=== acct_scan_reader ===
<file path="src/rtl/acct_scan_reader.sv">
// acct_scan_reader: scans every account register, converts each balance to packed BCD and shows it for a tick-based dwell.
//   Ports: clk/rst (async active-high) | start, tick in | rd_sel_o out, rd_data_i in (combinational register file read)
//          bcd_o, acct_o, valid_o, ovf_o, busy_o, done_o display/status outputs
//   Optional: `define ACCT_SCAN_SKIP_ZERO_EN to skip accounts whose balance is zero.
module acct_scan_reader #(
    parameter int NUM_ACCTS   = 16,
    parameter int DWELL_TICKS = 4
) (
    input  logic        clk,
    input  logic        rst,
    input  logic        start,
    input  logic        tick,
    output logic [3:0]  rd_sel_o,
    input  logic [31:0] rd_data_i,
    output logic [31:0] bcd_o,
    output logic [3:0]  acct_o,
    output logic        valid_o,
    output logic        ovf_o,
    output logic        busy_o,
    output logic        done_o
);
    localparam int DW = $clog2(DWELL_TICKS + 1);
    localparam logic [3:0] LAST = 4'(NUM_ACCTS - 1);
    localparam logic [DW-1:0] DLAST = DW'(DWELL_TICKS - 1);
    localparam logic [31:0] MAX_BAL = 32'd99_999_999;
    typedef enum logic [1:0] {IDLE, FETCH, CONV, SHOW} state_t;
    state_t state_q, state_d;
    logic [3:0] idx_q, idx_d, acct_q, acct_d;
    logic [DW-1:0] dwell_q, dwell_d;
    logic [4:0] cnt_q, cnt_d;
    logic [31:0] bin_q, bin_d, acc_q, acc_d, bcd_q, bcd_d, adj;
    logic ovf_q, ovf_d, done_q, done_d;
    // Double-dabble correction: any digit >= 5 would overflow past 9 when doubled.
    always_comb begin
        for (int i = 0; i < 8; i++)
            adj[4*i +: 4] = acc_q[4*i +: 4] >= 4'd5 ? acc_q[4*i +: 4] + 4'd3 : acc_q[4*i +: 4];
    end
    always_comb begin
        state_d = state_q;
        idx_d   = idx_q;
        acct_d  = acct_q;
        dwell_d = dwell_q;
        cnt_d   = cnt_q;
        bin_d   = bin_q;
        acc_d   = acc_q;
        bcd_d   = bcd_q;
        ovf_d   = ovf_q;
        done_d  = 1'b0;
        unique case (state_q)
            IDLE: if (start) begin
                idx_d   = '0;
                state_d = FETCH;
            end
            FETCH: begin
                bin_d  = rd_data_i;
                acct_d = idx_q;
                if (rd_data_i > MAX_BAL) begin
                    ovf_d   = 1'b1;
                    bcd_d   = 32'h9999_9999;
                    state_d = SHOW;
                end
`ifdef ACCT_SCAN_SKIP_ZERO_EN
                else if (rd_data_i == '0) begin
                    done_d  = idx_q == LAST;
                    idx_d   = idx_q == LAST ? idx_q : idx_q + 4'd1;
                    state_d = idx_q == LAST ? IDLE : FETCH;
                end
`endif
                else begin
                    ovf_d   = 1'b0;
                    acc_d   = '0;
                    cnt_d   = '0;
                    state_d = CONV;
                end
            end
            CONV: begin
                {acc_d, bin_d} = {adj, bin_q} << 1;
                cnt_d = cnt_q + 5'd1;
                if (cnt_q == 5'd31) begin
                    bcd_d   = {adj[30:0], bin_q[31]};
                    state_d = SHOW;
                end
            end
            SHOW: if (tick) begin
                if (dwell_q == DLAST) begin
                    dwell_d = '0;
                    done_d  = idx_q == LAST;
                    idx_d   = idx_q == LAST ? idx_q : idx_q + 4'd1;
                    state_d = idx_q == LAST ? IDLE : FETCH;
                end else begin
                    dwell_d = dwell_q + DW'(1);
                end
            end
            default: state_d = IDLE;
        endcase
    end
    always_ff @(posedge clk or posedge rst) begin
        if (rst) begin
            state_q <= IDLE;
            idx_q   <= '0;
            acct_q  <= '0;
            dwell_q <= '0;
            cnt_q   <= '0;
            bin_q   <= '0;
            acc_q   <= '0;
            bcd_q   <= '0;
            ovf_q   <= 1'b0;
            done_q  <= 1'b0;
        end else begin
            state_q <= state_d;
            idx_q   <= idx_d;
            acct_q  <= acct_d;
            dwell_q <= dwell_d;
            cnt_q   <= cnt_d;
            bin_q   <= bin_d;
            acc_q   <= acc_d;
            bcd_q   <= bcd_d;
            ovf_q   <= ovf_d;
            done_q  <= done_d;
        end
    end
    assign rd_sel_o = idx_q;
    assign bcd_o    = bcd_q;
    assign acct_o   = acct_q;
    assign ovf_o    = ovf_q;
    assign done_o   = done_q;
    assign valid_o  = state_q == SHOW;
    assign busy_o   = state_q != IDLE;
endmodule

</file>
<file path="config.mk">
export PLATFORM = sky130hd
export DESIGN_NAME = acct_scan_reader
export DESIGN_NICKNAME = d
export VERILOG_FILES = /design/src/rtl/acct_scan_reader.sv
export SDC_FILE = /design/constraint.sdc
export NUM_CORES = 1
export LEC_CHECK = 0
export CORE_UTILIZATION = 45
export CTS_CLUSTER_SIZE = 8
export DETAILED_ROUTE_END_ITERATION = 16
export GPL_TIMING_DRIVEN = 0
export HOLD_SLACK_MARGIN = 0.08
export PLACE_DENSITY = 0.66
export SLEW_MARGIN = 20
export SYNTH_ARGS = -nofsm -noshare
export SYNTH_HDL_FRONTEND = slang
export SYNTH_SLANG_ARGS = --single-unit
</file>
<file path="constraint.sdc">
create_clock -name clk -period 6.75 [get_ports clk]
set_clock_uncertainty 0.2 [all_clocks]
set_input_delay 0.675 -clock clk [delete_from_list [all_inputs] [get_ports clk]]
set_output_delay 0.675 -clock clk [all_outputs]
set_load 0.01 [all_outputs]
</file>
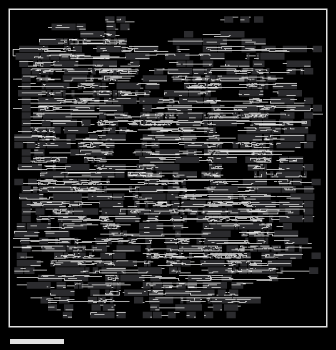
Fig. 1. Met1 routing (acct_scan_reader).
Scale bar: 20 um.
share of all routed wire: 45%
wire length on this layer: 6110 um
nets with wire on the layer: 624
via count: 4451
WL final: 13700 um
met1 usage: 0.286

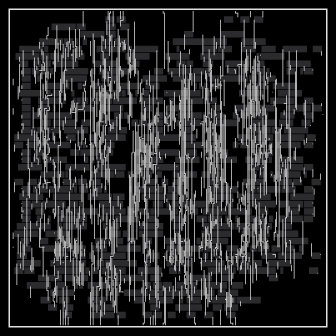
Fig. 2. M2 wires (acct_scan_reader).
longest straight run: 55.6 um
wire length on this layer: 6670 um
share of all routed wire: 49%
nets with wire on the layer: 610
main direction: vertical
met2 Use GR: 0.361

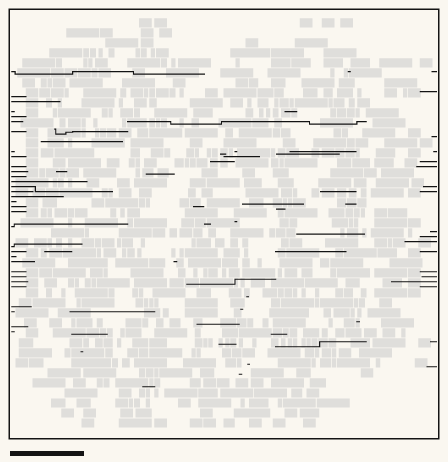
Fig. 3. The metal 3 layer (acct_scan_reader).
Scale bar: 20 um.
nets with wire on the layer: 72
wire length on this layer: 711 um
longest straight run: 30.8 um
main direction: horizontal
share of all routed wire: 5.2%
met3 usage in global routing: 0.0638

==> impl_metrics.ini <==
; flow metrics
[die]
row_count = 41
die_area_mm2 = 0.0135
initial_core_util = 0.465

[sta]
final.setup.worst_slack_ns = 3.65
finalClockPeriodUsage = 0.459
period_minus_slack_ns = 3.10

[layout]
final_core_util = 0.598
final_cell_mix = dfrtp_1, clkdlybuf4s50_1, mux2i_1
design_area_mm2 = 0.00757
clockBufferCount = 21
final_cells = 825
nNetsFinal = 702

[drt]
wire_per_inst_um = 16.6
top_layer_used = met4
drc = 0
ant_nets = 0

[status]
status = completed

[synthesis]
synthTopLogicFamily = multiplexers
yosysSeqAreaShare = 0.493
synthAoiAreaFrac = 0.137
synth.yosys.warnings = 0
synthAdderAreaFrac = 0.0531
synth.distinct_cells = 49

[power_and_ir_drop]
clkPwrFrac = 0.275
powerComb_w = 0.00150

[global_routing]
grt_max_degree = 76
grt_overflow = 0
antenna_found_initial = 0

[worst_setup_path]
r2r-start = state_q[1]
reg2reg_to = acc_q[6]
crit_start = rd_data_i[26]
ff2ff_path_depth = 8
rrSetupSlack_ns = 3.94

[clock_network]
cts.clk_slew.worst_paths_ns = 0.06
clk_latency_ns = 0.42

=== uart_rx_os ===
Fig. 4: uart_rx_os, met1 routing
Scale bar: 20 um.
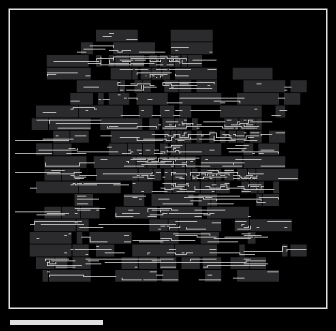
Fig. 5: uart_rx_os, M2 wires
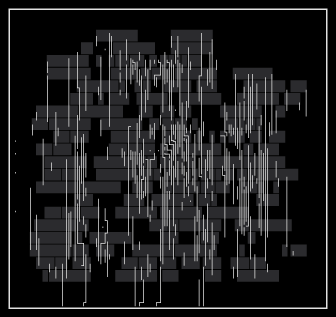
==> src/rtl/uart_rx_os.sv <==
// 16x-oversampled UART receiver with a one-entry valid/ready holding register.
// Optional parity check enabled by defining UART_RX_PARITY_EN (PARITY_ODD selects odd/even).
module uart_rx_os #(
    parameter int unsigned clk_freq   = 50000000,
    parameter int unsigned baud_rate  = 19200,
    parameter int unsigned oversample = 16,
    parameter int unsigned PARITY_ODD = 0
) (
    input  logic       clk,
    input  logic       rst,
    input  logic       rx,
    input  logic       rx_ready,
    output logic [7:0] rx_data_out,
    output logic       rx_valid,
    output logic       frame_err,
    output logic       parity_err,
    output logic       overrun,
    output logic       rx_busy
);

    localparam int unsigned DIV   = clk_freq / (baud_rate * oversample);
    localparam int unsigned DIV_W = (DIV > 1) ? $clog2(DIV) : 1;
    localparam int unsigned OS_W  = $clog2(oversample);

    localparam logic [DIV_W-1:0] DIV_LAST = DIV_W'(DIV - 1);
    localparam logic [OS_W-1:0]  OS_MID   = OS_W'(oversample / 2 - 1);
    localparam logic [OS_W-1:0]  OS_LAST  = OS_W'(oversample - 1);

    if (DIV < 1 || oversample < 8 || (oversample % 2) != 0 || PARITY_ODD > 1) begin : g_bad_params
        $error("uart_rx_os: need DIV >= 1, even oversample >= 8, PARITY_ODD in {0,1}");
    end

`ifdef UART_RX_PARITY_EN
    typedef enum logic [2:0] {S_IDLE, S_START, S_DATA, S_PARITY, S_STOP} state_t;
`else
    typedef enum logic [2:0] {S_IDLE, S_START, S_DATA, S_STOP} state_t;
`endif

    state_t           r_state;
    logic             r_rx_meta;
    logic             r_rx_s;
    logic             r_rx_prev;
    logic [DIV_W-1:0] r_div_cnt;
    logic [OS_W-1:0]  r_os_cnt;
    logic [2:0]       r_bit_cnt;
    logic [7:0]       r_shift;
    logic [7:0]       r_data;
    logic             r_valid;
    logic             r_frame_err;
    logic             r_overrun;
    logic             r_busy;

    logic             w_tick;
    logic             w_mid;
    logic             w_sample;
    logic             w_par_bad;

    assign w_tick   = (r_div_cnt == DIV_LAST);
    assign w_mid    = w_tick && (r_os_cnt == OS_MID);
    assign w_sample = w_tick && (r_os_cnt == OS_LAST);

`ifdef UART_RX_PARITY_EN
    logic r_par_bit;
    logic r_parity_err;

    // Data bits XOR parity bit must equal 1 for odd parity, 0 for even.
    assign w_par_bad  = ((^r_shift) ^ r_par_bit) != 1'(PARITY_ODD);
    assign parity_err = r_parity_err;
`else
    assign w_par_bad  = 1'b0;
    assign parity_err = 1'b0;
`endif

    assign rx_data_out = r_data;
    assign rx_valid    = r_valid;
    assign frame_err   = r_frame_err;
    assign overrun     = r_overrun;
    assign rx_busy     = r_busy;

    always_ff @(posedge clk or negedge rst) begin
        if (!rst) begin
            r_state     <= S_IDLE;
            r_rx_meta   <= 1'b1;
            r_rx_s      <= 1'b1;
            r_rx_prev   <= 1'b1;
            r_div_cnt   <= '0;
            r_os_cnt    <= '0;
            r_bit_cnt   <= '0;
            r_shift     <= '0;
            r_data      <= '0;
            r_valid     <= 1'b0;
            r_frame_err <= 1'b0;
            r_overrun   <= 1'b0;
            r_busy      <= 1'b0;
`ifdef UART_RX_PARITY_EN
            r_par_bit    <= 1'b0;
            r_parity_err <= 1'b0;
`endif
        end else begin
            r_rx_meta   <= rx;
            r_rx_s      <= r_rx_meta;
            r_rx_prev   <= r_rx_s;
            r_frame_err <= 1'b0;
            r_overrun   <= 1'b0;
`ifdef UART_RX_PARITY_EN
            r_parity_err <= 1'b0;
`endif

            // Free-running tick and sample counters; START entry overrides below.
            if (w_tick) begin
                r_div_cnt <= '0;
                r_os_cnt  <= (r_os_cnt == OS_LAST) ? '0 : r_os_cnt + 1'b1;
            end else begin
                r_div_cnt <= r_div_cnt + 1'b1;
            end

            if (r_valid && rx_ready) begin
                r_valid <= 1'b0;
            end

            case (r_state)
                S_IDLE: begin
                    if (r_rx_prev && !r_rx_s) begin
                        r_state   <= S_START;
                        r_busy    <= 1'b1;
                        r_div_cnt <= '0;
                        r_os_cnt  <= '0;
                    end
                end
                S_START: begin
                    if (w_mid) begin
                        if (r_rx_s) begin
                            r_state <= S_IDLE;
                            r_busy  <= 1'b0;
                        end else begin
                            // Sample phase is now mid-bit; later samples fall every oversample ticks.
                            r_state   <= S_DATA;
                            r_os_cnt  <= '0;
                            r_bit_cnt <= '0;
                        end
                    end
                end
                S_DATA: begin
                    if (w_sample) begin
                        r_shift   <= {r_rx_s, r_shift[7:1]};
                        r_bit_cnt <= r_bit_cnt + 1'b1;
                        if (r_bit_cnt == 3'd7) begin
`ifdef UART_RX_PARITY_EN
                            r_state <= S_PARITY;
`else
                            r_state <= S_STOP;
`endif
                        end
                    end
                end
`ifdef UART_RX_PARITY_EN
                S_PARITY: begin
                    if (w_sample) begin
                        r_par_bit <= r_rx_s;
                        r_state   <= S_STOP;
                    end
                end
`endif
                S_STOP: begin
                    if (w_sample) begin
                        r_state <= S_IDLE;
                        r_busy  <= 1'b0;
                        if (!r_rx_s) begin
                            r_frame_err <= 1'b1;
                        end else if (w_par_bad) begin
`ifdef UART_RX_PARITY_EN
                            r_parity_err <= 1'b1;
`endif
                        end else if (!r_valid || rx_ready) begin
                            r_data  <= r_shift;
                            r_valid <= 1'b1;
                        end else begin
                            r_overrun <= 1'b1;
                        end
                    end
                end
                default: begin
                    r_state <= S_IDLE;
                    r_busy  <= 1'b0;
                end
            endcase
        end
    end

endmodule
==> config.mk <==
export PLATFORM = sky130hd
export DESIGN_NAME = uart_rx_os
export DESIGN_NICKNAME = d
export VERILOG_FILES = /design/src/rtl/uart_rx_os.sv
export SDC_FILE = /design/constraint.sdc
export NUM_CORES = 1
export LEC_CHECK = 0
export CAP_MARGIN = 20
export CORE_AREA = 4 4 64 60
export DETAILED_ROUTE_END_ITERATION = 10
export DIE_AREA = 0 0 68 64
export GPL_TIMING_DRIVEN = 0
export PLACE_DENSITY_LB_ADDON = 0.3
export RECOVER_POWER = 100
export SKIP_CTS_REPAIR_TIMING = 1
export SLEW_MARGIN = 20
export SYNTH_ARGS = -nofsm -noshare
export SYNTH_HDL_FRONTEND = slang
export SYNTH_SLANG_ARGS = --single-unit
==> constraint.sdc <==
create_clock -name clk -period 3.1 [get_ports clk]
set_clock_uncertainty 0.1 [all_clocks]
set_input_delay 0.31 -clock clk [delete_from_list [all_inputs] [get_ports clk]]
set_output_delay 0.31 -clock clk [all_outputs]
set_load 0.005 [all_outputs]
==> impl_metrics.ini <==
; flow metrics
[synthesis]
ys_cells = 144
topCellsByArea = dfrtp_1, mux2_2, dfstp_2
synthesis.nets = 153

[global_routing]
grt_first_pass_wirelength_um = 5200
met3_usage = 0.0527
grt_overflow = 0

[drt]
wl_met3_um = 140

[status]
status = completed

[worst_setup_path]
cp_top_family = simple AND/OR/NAND/NOR gates
cpPeakStageDelay_ns = 0.67
cp_max_fo = 8
path_buffers = 1

[die]
n_tap_cell = 44
ios = 17

[sta]
slew_violations = 0
tightest_slew_ns = 1.45
## Picture notes: Fig. 4
share of all routed wire: 44%
longest straight run: 30.4 um
via count: 1178
WL final: 3090 um
met1 usage: 0.205

## Picture notes: Fig. 5
wire length on this layer: 1530 um
nets with wire on the layer: 156
share of all routed wire: 50%
longest straight run: 39.4 um
met2 Use GR: 0.253



==> gallery <==
Placed standard cells.
image #1
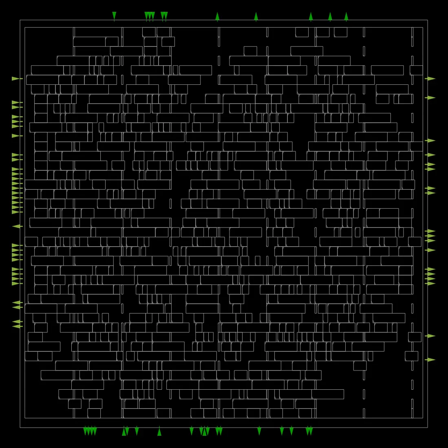
image #2
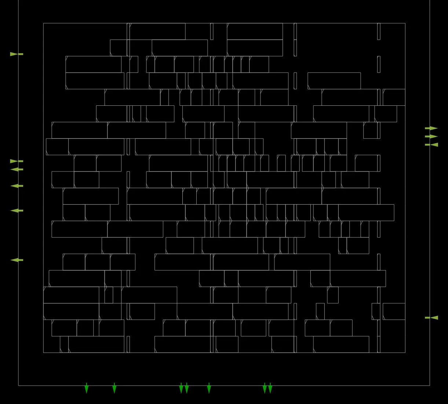
| picture | from |
|---|---|
| image #2 | uart_rx_os |
| image #1 | acct_scan_reader |
Of these, most sequential cells: image #1

